# hood_mode_scheduler_flat

==> hood_mode_scheduler_flat/met2.png <==
The bar under the picture is 20 um long.
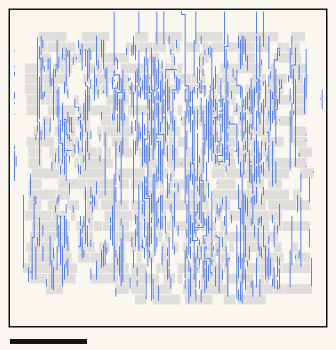

==> config.mk <==
export PLATFORM = sky130hd
export DESIGN_NAME = hood_mode_scheduler_flat
export DESIGN_NICKNAME = d
export VERILOG_FILES = /design/src/rtl/hood_mode_scheduler_if.sv /design/src/rtl/hood_mode_scheduler.sv /design/src/flat_wrapper.sv
export SDC_FILE = /design/constraint.sdc
export NUM_CORES = 1
export LEC_CHECK = 0
export ABC_AREA = 1
export CORE_MARGIN = 3
export CORE_UTILIZATION = 55
export DETAILED_ROUTE_END_ITERATION = 8
export PLACE_DENSITY = 0.75
export SYNTH_ARGS = -nofsm -noshare
export SYNTH_HDL_FRONTEND = slang
export SYNTH_SLANG_ARGS = --single-unit
==> constraint.sdc <==
create_clock -name clk -period 2.4 [get_ports clk]
set_clock_uncertainty 0.2 [all_clocks]
set_input_delay 0.24 -clock clk [delete_from_list [all_inputs] [get_ports clk]]
set_output_delay 0.24 -clock clk [all_outputs]
set_load 0.01 [all_outputs]
==> src/rtl/hood_mode_scheduler_if.sv <==
// Button-pulse / status bundle between the hood front panel logic and the
// mode scheduler. The scheduler connects through the slave modport.
interface hood_mode_scheduler_if #(
  parameter int unsigned TIME_WIDTH = 16
) ();
  logic                  power_on;
  logic                  menu_pulse;
  logic                  req_first;
  logic                  req_second;
  logic                  req_third;
  logic                  req_clean;
  logic [2:0]            mode;
  logic [1:0]            fan_level;
  logic [TIME_WIDTH-1:0] remaining;
  logic                  third_used;
  logic                  clean_done;

  modport master (
    output power_on, menu_pulse, req_first, req_second, req_third, req_clean,
    input  mode, fan_level, remaining, third_used, clean_done
  );

  modport slave (
    input  power_on, menu_pulse, req_first, req_second, req_third, req_clean,
    output mode, fan_level, remaining, third_used, clean_done
  );
endinterface

==> src/rtl/hood_mode_scheduler.sv <==
// Central mode controller for the kitchen exhaust hood: owns the operating
// mode, the one-second prescaler and the timed countdowns (hurricane, menu
// exit, self-clean). All outputs are registered.
// Optional feature: define THIRD_ONCE_EN to allow hurricane mode only once
// per power cycle.
module hood_mode_scheduler #(
  parameter int unsigned TICK_DIV   = 100_000_000,
  parameter int unsigned THIRD_TIME = 60,
  parameter int unsigned CLEAN_TIME = 180,
  parameter int unsigned TIME_WIDTH = 16
) (
  input logic                  clk,
  input logic                  rst,
  hood_mode_scheduler_if.slave bus
);

  localparam int unsigned PW = (TICK_DIV > 1) ? $clog2(TICK_DIV) : 1;
  localparam logic [PW-1:0]         TickLast  = PW'(TICK_DIV - 1);
  localparam logic [TIME_WIDTH-1:0] ThirdLoad = TIME_WIDTH'(THIRD_TIME);
  localparam logic [TIME_WIDTH-1:0] CleanLoad = TIME_WIDTH'(CLEAN_TIME);
  localparam logic [TIME_WIDTH-1:0] TimeOne   = TIME_WIDTH'(1);

  typedef enum logic [2:0] {
    StOff       = 3'd0,
    StStandby   = 3'd1,
    StFirst     = 3'd2,
    StSecond    = 3'd3,
    StThird     = 3'd4,
    StThirdExit = 3'd5,
    StClean     = 3'd6
  } state_e;

  state_e                state_q, state_d;
  logic [TIME_WIDTH-1:0] rem_q, rem_d;
  logic [PW-1:0]         presc_q, presc_d;
  logic [1:0]            fan_q, fan_d;
  logic                  used_q, used_d;
  logic                  done_q, done_d;
  logic                  timed;
  logic                  tick;
  logic                  last_sec;
  logic                  third_ok;

`ifdef THIRD_ONCE_EN
  assign third_ok = ~used_q;
`else
  assign third_ok = 1'b1;
`endif

  // Tick strobe: only meaningful while a countdown is running.
  always_comb begin
    timed    = (state_q == StThird) || (state_q == StThirdExit) || (state_q == StClean);
    tick     = timed && (presc_q == TickLast);
    last_sec = (rem_q <= TimeOne);
  end

  // Next-state decode; priority is power, menu, third, second, first, clean.
  always_comb begin
    state_d = state_q;
    rem_d   = rem_q;
    used_d  = used_q;
    done_d  = 1'b0;
    if (!bus.power_on) begin
      state_d = StOff;
      rem_d   = '0;
      used_d  = 1'b0;
    end else begin
      unique case (state_q)
        StOff: state_d = StStandby;
        StStandby: begin
          if (bus.req_third && third_ok) begin
            state_d = StThird;
            rem_d   = ThirdLoad;
            used_d  = 1'b1;
          end else if (bus.req_second) begin
            state_d = StSecond;
          end else if (bus.req_first) begin
            state_d = StFirst;
          end else if (bus.req_clean) begin
            state_d = StClean;
            rem_d   = CleanLoad;
          end
        end
        StFirst, StSecond: begin
          if (bus.menu_pulse) begin
            state_d = StStandby;
          end else if (bus.req_third && third_ok) begin
            state_d = StThird;
            rem_d   = ThirdLoad;
            used_d  = 1'b1;
          end else if (bus.req_second && state_q == StFirst) begin
            state_d = StSecond;
          end else if (bus.req_first && state_q == StSecond) begin
            state_d = StFirst;
          end
        end
        StThird: begin
          // Menu wins over a coincident expiry tick.
          if (bus.menu_pulse) begin
            state_d = StThirdExit;
            rem_d   = ThirdLoad;
          end else if (tick) begin
            if (last_sec) begin
              state_d = StSecond;
              rem_d   = '0;
            end else begin
              rem_d = rem_q - TimeOne;
            end
          end
        end
        StThirdExit: begin
          if (tick) begin
            if (last_sec) begin
              state_d = StStandby;
              rem_d   = '0;
            end else begin
              rem_d = rem_q - TimeOne;
            end
          end
        end
        StClean: begin
          if (bus.menu_pulse) begin
            state_d = StStandby;
            rem_d   = '0;
          end else if (tick) begin
            if (last_sec) begin
              state_d = StStandby;
              rem_d   = '0;
              done_d  = 1'b1;
            end else begin
              rem_d = rem_q - TimeOne;
            end
          end
        end
        default: begin
          state_d = StOff;
          rem_d   = '0;
        end
      endcase
    end
  end

  // Prescaler restarts on any state change so each timed state starts a fresh second.
  always_comb begin
    presc_d = '0;
    if (timed && (state_d == state_q) && !tick) begin
      presc_d = presc_q + PW'(1);
    end
  end

  // Fan level follows the state being entered.
  always_comb begin
    fan_d = 2'd0;
    unique case (state_d)
      StFirst, StClean:     fan_d = 2'd1;
      StSecond:             fan_d = 2'd2;
      StThird, StThirdExit: fan_d = 2'd3;
      default:              fan_d = 2'd0;
    endcase
  end

  // State and registered outputs.
  always_ff @(posedge clk) begin
    if (rst) begin
      state_q <= StOff;
      rem_q   <= '0;
      presc_q <= '0;
      fan_q   <= 2'd0;
      used_q  <= 1'b0;
      done_q  <= 1'b0;
    end else begin
      state_q <= state_d;
      rem_q   <= rem_d;
      presc_q <= presc_d;
      fan_q   <= fan_d;
      used_q  <= used_d;
      done_q  <= done_d;
    end
  end

  assign bus.mode       = state_q;
  assign bus.fan_level  = fan_q;
  assign bus.remaining  = rem_q;
  assign bus.third_used = used_q;
  assign bus.clean_done = done_q;

endmodule

==> src/flat_wrapper.sv <==
// flat-port wrapper written by rule: the top's interface ports become plain ports
module hood_mode_scheduler_flat 
#(
  parameter int unsigned TICK_DIV   = 100_000_000,
  parameter int unsigned THIRD_TIME = 60,
  parameter int unsigned CLEAN_TIME = 180,
  parameter int unsigned TIME_WIDTH = 16
)
  (clk, rst, bus_power_on, bus_menu_pulse, bus_req_first, bus_req_second, bus_req_third, bus_req_clean, bus_mode, bus_fan_level, bus_remaining, bus_third_used, bus_clean_done);
  hood_mode_scheduler_if #(.TIME_WIDTH(TIME_WIDTH)) bus_i ();
  input logic clk;
  input logic rst;
  input wire logic [$bits(bus_i.power_on)-1:0] bus_power_on;
  input wire logic [$bits(bus_i.menu_pulse)-1:0] bus_menu_pulse;
  input wire logic [$bits(bus_i.req_first)-1:0] bus_req_first;
  input wire logic [$bits(bus_i.req_second)-1:0] bus_req_second;
  input wire logic [$bits(bus_i.req_third)-1:0] bus_req_third;
  input wire logic [$bits(bus_i.req_clean)-1:0] bus_req_clean;
  output wire logic [$bits(bus_i.mode)-1:0] bus_mode;
  output wire logic [$bits(bus_i.fan_level)-1:0] bus_fan_level;
  output wire logic [$bits(bus_i.remaining)-1:0] bus_remaining;
  output wire logic [$bits(bus_i.third_used)-1:0] bus_third_used;
  output wire logic [$bits(bus_i.clean_done)-1:0] bus_clean_done;
  assign bus_i.power_on = bus_power_on;
  assign bus_i.menu_pulse = bus_menu_pulse;
  assign bus_i.req_first = bus_req_first;
  assign bus_i.req_second = bus_req_second;
  assign bus_i.req_third = bus_req_third;
  assign bus_i.req_clean = bus_req_clean;
  assign bus_mode = bus_i.mode;
  assign bus_fan_level = bus_i.fan_level;
  assign bus_remaining = bus_i.remaining;
  assign bus_third_used = bus_i.third_used;
  assign bus_clean_done = bus_i.clean_done;
  hood_mode_scheduler #(.TICK_DIV(TICK_DIV), .THIRD_TIME(THIRD_TIME), .CLEAN_TIME(CLEAN_TIME), .TIME_WIDTH(TIME_WIDTH)) u_core (.clk(clk), .rst(rst), .bus(bus_i));
endmodule
# integral_image

<file path="config.mk">
export PLATFORM = sky130hd
export DESIGN_NAME = integral_image
export DESIGN_NICKNAME = d
export VERILOG_FILES = /design/src/rtl/integral_image.sv
export SDC_FILE = /design/constraint.sdc
export NUM_CORES = 1
export LEC_CHECK = 0
export CORE_MARGIN = 3
export CORE_UTILIZATION = 47
export CTS_CLUSTER_DIAMETER = 200
export DETAILED_ROUTE_END_ITERATION = 8
export GPL_TIMING_DRIVEN = 0
export PLACE_DENSITY = 0.66
export SLEW_MARGIN = 20
export SYNTH_ARGS = -nofsm -noshare
export SYNTH_HDL_FRONTEND = slang
export SYNTH_SLANG_ARGS = --single-unit
</file>
<file path="constraint.sdc">
create_clock -name clk -period 22.5 [get_ports clk]
set_clock_uncertainty 0.2 [all_clocks]
set_input_delay 3.375 -clock clk [delete_from_list [all_inputs] [get_ports clk]]
set_output_delay 3.375 -clock clk [all_outputs]
set_load 0.02 [all_outputs]
</file>
<file path="src/rtl/integral_image.sv">
// Integral-image builder: accepts one raster-order 8-bit frame and writes ii(x,y)
// to the downstream integral-image RAM, one word per pixel, pulsing frame_done at the end.
module integral_image #(
   parameter int WIDTH  = 64,
   parameter int HEIGHT = 64
) (
   input  logic               clk,
   input  logic               rst,
   input  logic               start,
   input  logic               pix_valid,
   input  logic [7:0]         pix_data,
   output logic               pix_ready,
   output logic               ii_wr_en,
   output logic [14:0]        ii_wr_addr,
   output logic signed [20:0] ii_wr_data,
   output logic               busy,
   output logic               frame_done
);

   localparam int XW = (WIDTH  > 1) ? $clog2(WIDTH)  : 1;
   localparam int YW = (HEIGHT > 1) ? $clog2(HEIGHT) : 1;

   // A frame that could overflow 21 bits or the 15-bit address space is rejected at elaboration.
   if ((WIDTH < 2) || (HEIGHT < 2) || (WIDTH * HEIGHT > 32768) ||
       (WIDTH * HEIGHT * 255 > 1048575)) begin : g_param_check
      $fatal(1, "integral_image: WIDTH/HEIGHT out of range");
   end

   typedef enum logic [1:0] {
      S_IDLE,
      S_ACCUM,
      S_DONE
   } state_t;

   state_t        state;
   state_t        state_nxt;
   logic          start_z;
   logic          start_edge;
   logic          hs;
   logic          last_x;
   logic          last_px;
   logic          busy_nxt;
   logic          frame_done_nxt;
   logic [XW-1:0] x;
   logic [YW-1:0] y;
   logic [14:0]   addr;
   logic [20:0]   row_sum;
   logic [20:0]   row_sum_nxt;
   logic [20:0]   above;
   logic [20:0]   ii_val;
   logic [20:0]   line_buf [WIDTH];

   assign start_edge = start && !start_z && (state == S_IDLE);
   assign hs         = pix_valid && pix_ready;
   assign last_x     = (x == XW'(WIDTH - 1));
   assign last_px    = last_x && (y == YW'(HEIGHT - 1));

   always_ff @(posedge clk) begin
      if (rst) state <= S_IDLE;
      else     state <= state_nxt;
   end

   always_comb begin
      state_nxt = state;
      case (state)
         S_IDLE:  if (start_edge)     state_nxt = S_ACCUM;
         S_ACCUM: if (hs && last_px)  state_nxt = S_DONE;
         S_DONE:                      state_nxt = S_IDLE;
         default:                     state_nxt = S_IDLE;
      endcase
   end

   // pix_ready is decoded straight from state so a pixel can be taken the cycle ACCUM is entered.
   always_comb begin
      pix_ready      = 1'b0;
      frame_done_nxt = 1'b0;
      busy_nxt       = (state_nxt != S_IDLE);
      case (state)
         S_ACCUM: pix_ready      = 1'b1;
         S_DONE:  frame_done_nxt = 1'b1;
         default: ;
      endcase
   end

   // Row 0 ignores the line buffer, so its stale contents from a previous frame never leak in.
   always_comb begin
      row_sum_nxt = ((x == '0) ? 21'd0 : row_sum) + {13'd0, pix_data};
      above       = (y == '0) ? 21'd0 : line_buf[x];
      ii_val      = row_sum_nxt + above;
   end

   always_ff @(posedge clk) begin
      if (rst) begin
         start_z    <= 1'b0;
         ii_wr_en   <= 1'b0;
         ii_wr_addr <= '0;
         ii_wr_data <= '0;
         busy       <= 1'b0;
         frame_done <= 1'b0;
         x          <= '0;
         y          <= '0;
         addr       <= '0;
         row_sum    <= '0;
      end else begin
         start_z    <= start;
         ii_wr_en   <= hs;
         busy       <= busy_nxt;
         frame_done <= frame_done_nxt;
         if (start_edge) begin
            x       <= '0;
            y       <= '0;
            addr    <= '0;
            row_sum <= '0;
         end else if (hs) begin
            ii_wr_addr <= addr;
            ii_wr_data <= signed'(ii_val);
            row_sum    <= row_sum_nxt;
            addr       <= addr + 15'd1;
            if (last_x) begin
               x <= '0;
               y <= y + 1'b1;
            end else begin
               x <= x + 1'b1;
            end
         end
      end
   end

   // NOTE: the line buffer has no reset; a storage array with a reset cannot map to RAM,
   // and every entry is written before it is read within a frame.
   always_ff @(posedge clk) begin
      if (hs) line_buf[x] <= ii_val;
   end

endmodule

</file>
# random_request_arbiter

===== src/rtl/random_request_arbiter.sv =====
// rtl/random_request_arbiter.sv - round-robin shared LFSR random-number service
//
// Purpose: one free-running 12-bit LFSR time-shared among NUM_REQ requesters.
// Each grant returns one value reduced into [0, LIMIT-1] by power-of-two
// masking with rejection, falling back to a subtraction after MAX_TRIES draws.
//
// Ports:
//   CLK    clock, all logic on posedge
//   RST    synchronous active-high reset
//   REQ    per-requester request level, held until VALID with its GNT bit
//   LIMIT  per-requester exclusive bound, slice i = LIMIT[12*i+11:12*i], 0 = 4096
//   GNT    registered one-hot grant, stable from grant through the VALID cycle
//   VALUE  registered result, held until the next VALID
//   VALID  one-cycle pulse, VALUE belongs to the requester in GNT

module random_request_arbiter #(
  parameter int          NUM_REQ   = 4,
  parameter logic [11:0] SEED      = 12'h689,
  parameter int          MAX_TRIES = 8
) (
  input  logic                   CLK,
  input  logic                   RST,
  input  logic [NUM_REQ-1:0]     REQ,
  input  logic [12*NUM_REQ-1:0]  LIMIT,
  output logic [NUM_REQ-1:0]     GNT,
  output logic [11:0]            VALUE,
  output logic                   VALID
);

  localparam int IW = $clog2(NUM_REQ);
  localparam int TW = (MAX_TRIES > 1) ? $clog2(MAX_TRIES) : 1;

  typedef enum logic [1:0] {IDLE, DRAW, DONE} state_t;

  state_t        state;
  logic [11:0]   lfsr;
  logic [11:0]   lfsr_next;
  logic [11:0]   lim;
  logic [11:0]   mask;
  logic [11:0]   sample;
  logic          accept;
  logic [TW-1:0] tries;
  logic [IW-1:0] ptr;
  logic [IW-1:0] gidx;

  logic          sel_found;
  logic [IW-1:0] sel_idx;
  logic [IW:0]   cand;
  logic [11:0]   sel_lim;
  logic [11:0]   sel_mask;

  // Galois form: feedback bit r[11] rotates into bit 0 and is xored into taps 1, 4, 7.
  assign lfsr_next = {lfsr[10:0], lfsr[11]} ^ ({12{lfsr[11]}} & 12'h092);

  // First set request at or after the round-robin pointer, with wrap.
  always_comb begin
    sel_found = 1'b0;
    sel_idx   = '0;
    cand      = '0;
    for (int k = 0; k < NUM_REQ; k++) begin
      cand = {1'b0, ptr} + (IW+1)'(k);
      if (cand >= (IW+1)'(NUM_REQ)) begin
        cand = cand - (IW+1)'(NUM_REQ);
      end
      if (!sel_found && REQ[cand[IW-1:0]]) begin
        sel_found = 1'b1;
        sel_idx   = cand[IW-1:0];
      end
    end
  end

  // Smearing L-1 rightwards yields the smallest 2^k-1 >= L-1.
  // L=0 wraps to 0xFFF (full range), L=1 gives 0 (only value 0 possible).
  always_comb begin
    sel_lim  = LIMIT[12*sel_idx +: 12];
    sel_mask = sel_lim - 12'd1;
    sel_mask = sel_mask | (sel_mask >> 1);
    sel_mask = sel_mask | (sel_mask >> 2);
    sel_mask = sel_mask | (sel_mask >> 4);
    sel_mask = sel_mask | (sel_mask >> 8);
  end

  assign sample = lfsr & mask;
  assign accept = (lim == 12'd0) || (sample < lim);

  always_ff @(posedge CLK) begin
    if (RST) begin
      lfsr  <= SEED;
      state <= IDLE;
      GNT   <= '0;
      VALUE <= '0;
      VALID <= 1'b0;
      tries <= '0;
      ptr   <= '0;
      gidx  <= '0;
      lim   <= '0;
      mask  <= '0;
    end else begin
      lfsr <= lfsr_next;
      case (state)
        IDLE: begin
          if (sel_found) begin
            GNT   <= NUM_REQ'(1) << sel_idx;
            gidx  <= sel_idx;
            lim   <= sel_lim;
            mask  <= sel_mask;
            tries <= '0;
            state <= DRAW;
          end
        end
        DRAW: begin
          if (accept) begin
            VALUE <= sample;
            VALID <= 1'b1;
            state <= DONE;
          end else if (tries == TW'(MAX_TRIES - 1)) begin
            // mask < 2L, so a rejected sample minus L is always in range
            VALUE <= sample - lim;
            VALID <= 1'b1;
            state <= DONE;
          end else begin
            tries <= tries + 1'b1;
          end
        end
        DONE: begin
          VALID <= 1'b0;
          GNT   <= '0;
          ptr   <= (gidx == IW'(NUM_REQ - 1)) ? '0 : gidx + 1'b1;
          state <= IDLE;
        end
        default: state <= IDLE;
      endcase
    end
  end

endmodule


===== config.mk =====
export PLATFORM = sky130hd
export DESIGN_NAME = random_request_arbiter
export DESIGN_NICKNAME = d
export VERILOG_FILES = /design/src/rtl/random_request_arbiter.sv
export SDC_FILE = /design/constraint.sdc
export NUM_CORES = 1
export LEC_CHECK = 0
export ABC_AREA = 1
export CAP_MARGIN = 30
export CORE_ASPECT_RATIO = 1.5
export CORE_MARGIN = 2
export CORE_UTILIZATION = 58
export DETAILED_ROUTE_END_ITERATION = 16
export PLACE_DENSITY = 0.95
export SLEW_MARGIN = 25
export SYNTH_ARGS = -nofsm -noshare
export SYNTH_HDL_FRONTEND = slang
export SYNTH_SLANG_ARGS = --single-unit

===== constraint.sdc =====
create_clock -name CLK -period 7.6 [get_ports CLK]
set_clock_uncertainty 0.15 [all_clocks]
set_input_delay 1.9 -clock CLK [delete_from_list [all_inputs] [get_ports CLK]]
set_output_delay 1.9 -clock CLK [all_outputs]
set_load 0.05 [all_outputs]

==> random_request_arbiter/met2.png <==
The bar under the picture is 20 um long.
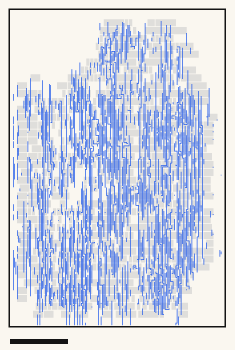
share of all routed wire: 52%
longest straight run: 50.3 um

==> flow_summary_export.csv, random_request_arbiter <==
group,metric,value,unit
grt,grt_util_met1,0.2939,
detailed_routing,dr.max_layer_used,"met4",
finish,drive_above_1_share,0.09739,
clocking,clock-root-buffer,"clkbuf_8",
clocking,post_cts.resized_instances,0,
final_timing,worst_slack,2.158,ns
clocking,post_cts_buffers,0,
finish,finalInstanceArea,5185,sq um
final_timing,final-setup-viol-count,0,
worst_setup_path,timing_worst_setup_path_type,"input pin to flop",
final_timing,setup_tns,0,ns
detailed_routing,wl_met1,4126,um
worst_hold_path,holdPathStages,2,
worst_setup_path,cp.required,7.70,ns
yosys,ys_sh_xor,0.02460,
power_and_ir_drop,clkPwrFrac,0.124,
yosys,async_reset_ff_frac,0,
clocking,tritoncts_sink_count,62,
place,gp_routability_congestion,0.9695,
grt,grt_max_degree,43,
grt,grt-ovfl-total,0,
worst_setup_path,element_type_at_the_critical_path_start,"input pin",
die,floorplan.io_pins,71,
detailed_routing,drc,0,
worst_setup_path,worst-endpoint-arrival,5.54,ns
final_timing,report.final.hold_viol_count,0,
power_and_ir_drop,seq_power,0.516,mW
power_and_ir_drop,maxPowerGroup,"combinational logic",
run,cap_violations,0,
final_timing,finalWorstPathRequiredPeriod,5.442,ns
clocking,cts_max_level,3,
worst_setup_path,most_used_cell_along_the_critical_path,"nand2_1",
yosys,yosys.cell_types.count,37,
worst_setup_path,critical-path-slowest-cell,"nand3_4",
final_timing,timing.slew.headroom,0.3710,
run_status,result_of_the_run,"complete, no violations",
yosys,yosysTopAreaCellShare,0.2905,
power_and_ir_drop,switching_power,1.431,mW
clocking,cts_hold_buf,0,
finish,syn_to_final_growth,21.35,%
die,dieWidth,74.08,um
grt,grt_use_met2,0.5115,
place,numPortBuffers,70,
finish,non_clock_buffer_share_of_cell_area,0.1380,
final_timing,clock.fmax,183.8,MHz
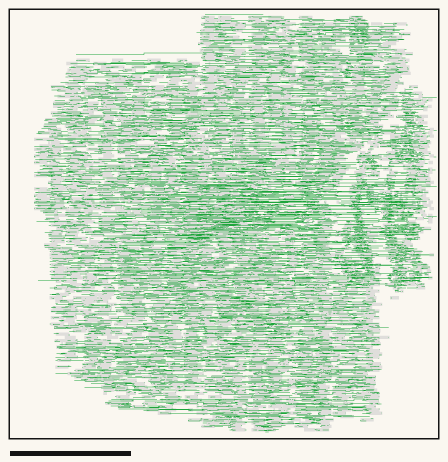
(integral_image/met1.png)
The bar under the picture is 100 um long.
main direction: horizontal
nets with wire on the layer: 2956
longest straight run: 108 um

==> flow_summary_export.csv, integral_image <==
group,metric,value,unit
final_timing,clock.fmax,120.2,MHz
worst_setup_path,worstSetupStartpoint,"pix_data[1]",
yosys,synth_sequential_area_ratio,0.7479,
worst_setup_path,critPathMaxStageDelay,0.50,ns
detailed_routing,drt_pass1_iterations,5,
grt,grtUsageTotal,0.2306,
die,die_area,124500,sq um
run_status,result_of_the_run,"complete, no violations",
power_and_ir_drop,vdd_ir_drop_max,56.79,uV
power_and_ir_drop,power_combinational,0.130,mW
detailed_routing,detailedRoute.firstIterationViolations,3673,
finish,layout.cells.most_common,"edfxtp_1",
finish,layout_top_cells,"edfxtp_1, mux4_2, clkbuf_16",
grt,grt_use_met2,0.3609,
worst_setup_path,cp_num_cells,20,
clocking,clock-root-buffer,"clkbuf_16",
grt,grt_util_met1,0.3211,
yosys,synth_top_cell_by_count,"edfxtp_1",
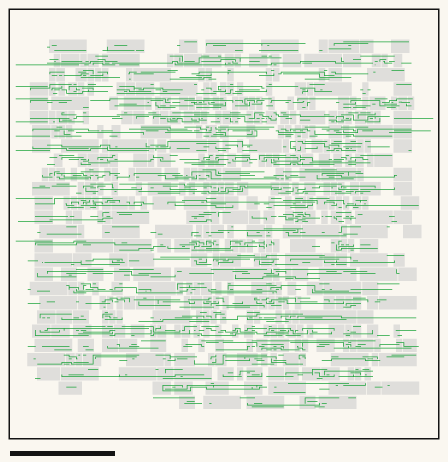
(hood_mode_scheduler_flat/met1.png)
The bar under the picture is 20 um long.
share of all routed wire: 48%
nets with wire on the layer: 477
main direction: horizontal
longest straight run: 29.4 um

About hood_mode_scheduler_flat/met2.png:
share of all routed wire: 45%
nets with wire on the layer: 419
wire length on this layer: 3290 um
longest straight run: 27.5 um

==> flow_summary_export.csv, hood_mode_scheduler_flat <==
group,metric,value,unit
run_status,result_of_the_run,"complete, no violations",
final_timing,setup_tns,0,ns
yosys,async_reset_ff_frac,0,
power_and_ir_drop,power_combinational,0.155,mW
finish,n_clock_buffer,5,
final_timing,worst_slack,0.1522,ns
die,core,5335,sq um
yosys,ys_sh_xor,0.07222,
worst_setup_path,worstPathMaxFanout,13,
power_and_ir_drop,switching_power,0.4062,mW
clocking,cts_hold_buf,0,
yosys,synth_warnings,0,
worst_setup_path,cp_bufs_invs,2,
grt,wire_length_of_the_first_global_routing_pass,12140,um
power_and_ir_drop,vdd_ir_drop_max,359.3,uV
final_timing,final-setup-viol-count,0,
yosys,yosys_instances,452,
finish,syn_to_final_growth,19.21,%
clocking,tritoncts_clock_tree,"done",
finish,non_clock_buffer_share_of_cell_area,0.1125,
finish,finalInstanceArea,3759,sq um
final_timing,tightestPinTransition,0.3972,ns
worst_setup_path,cp_num_cells,14,
finish,comb_share,0.4960,
power_and_ir_drop,cellLeakagePower,1.488,nW
yosys,yosys.cell_types.count,37,
detailed_routing,vias_per_cell,5.239,
grt,global_route_met3_utilization,0.05044,
worst_setup_path,critical-path-top-delay-family,"simple AND/OR/NAND/NOR gates",
finish,largest_register_ffs,27,
worst_hold_path,hp-class,"flop to flop",
clocking,cts_max_level,2,
detailed_routing,drt_pass1_iterations,5,
yosys,yosysTopAreaCellShare,0.3175,
clocking,insertion_delay,0.31,ns
detailed_routing,dr.max_layer_used,"met4",
grt,grt-ovfl-total,0,
yosys,ff_type,"dfxtp_1",
power_and_ir_drop,combinationalPowerShare,0.096,
yosys,area_fraction_in_and_or_nand_and_nor_cells,0.4329,
finish,buffers_excl_clock,43,
worst_setup_path,rr_startpoint,"u_core.bus.remaining[0]$_SDFFE_PP0P_",
worst_setup_path,most_used_cell_along_the_critical_path,"nand2_2",

==> gallery <==
M4 wires.
(a)
The bar under the picture is 100 um long.
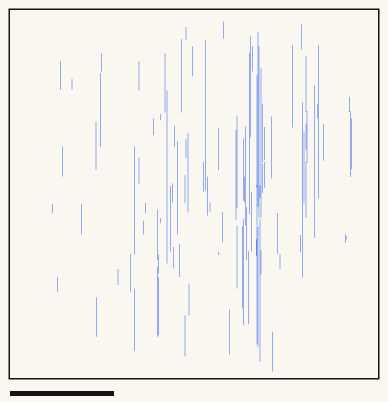
(b)
The bar under the picture is 20 um long.
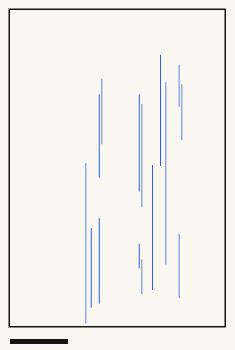
(c)
The bar under the picture is 20 um long.
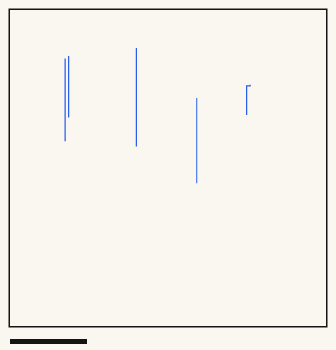
integral_image is (a).
hood_mode_scheduler_flat is (c).
random_request_arbiter is (b).
Of these, largest die: (a)



==> screenshots <==
The metal 3 layer.
image #1
The bar under the picture is 20 um long.
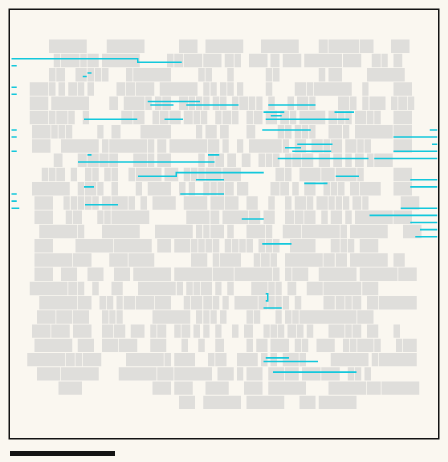
image #2
The bar under the picture is 20 um long.
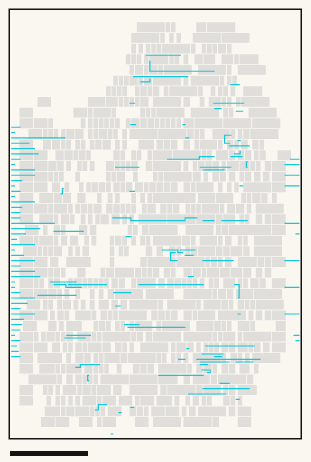
image #3
The bar under the picture is 100 um long.
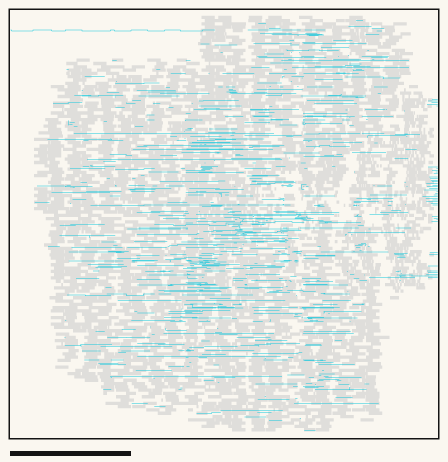
For integral_image, see image #3.
For random_request_arbiter, see image #2.
For hood_mode_scheduler_flat, see image #1.
The one with the smallest die is image #1.
The one with the largest die is image #3.

Key to image #3:
share of all routed wire: 8.4%
wire length on this layer: 11900 um

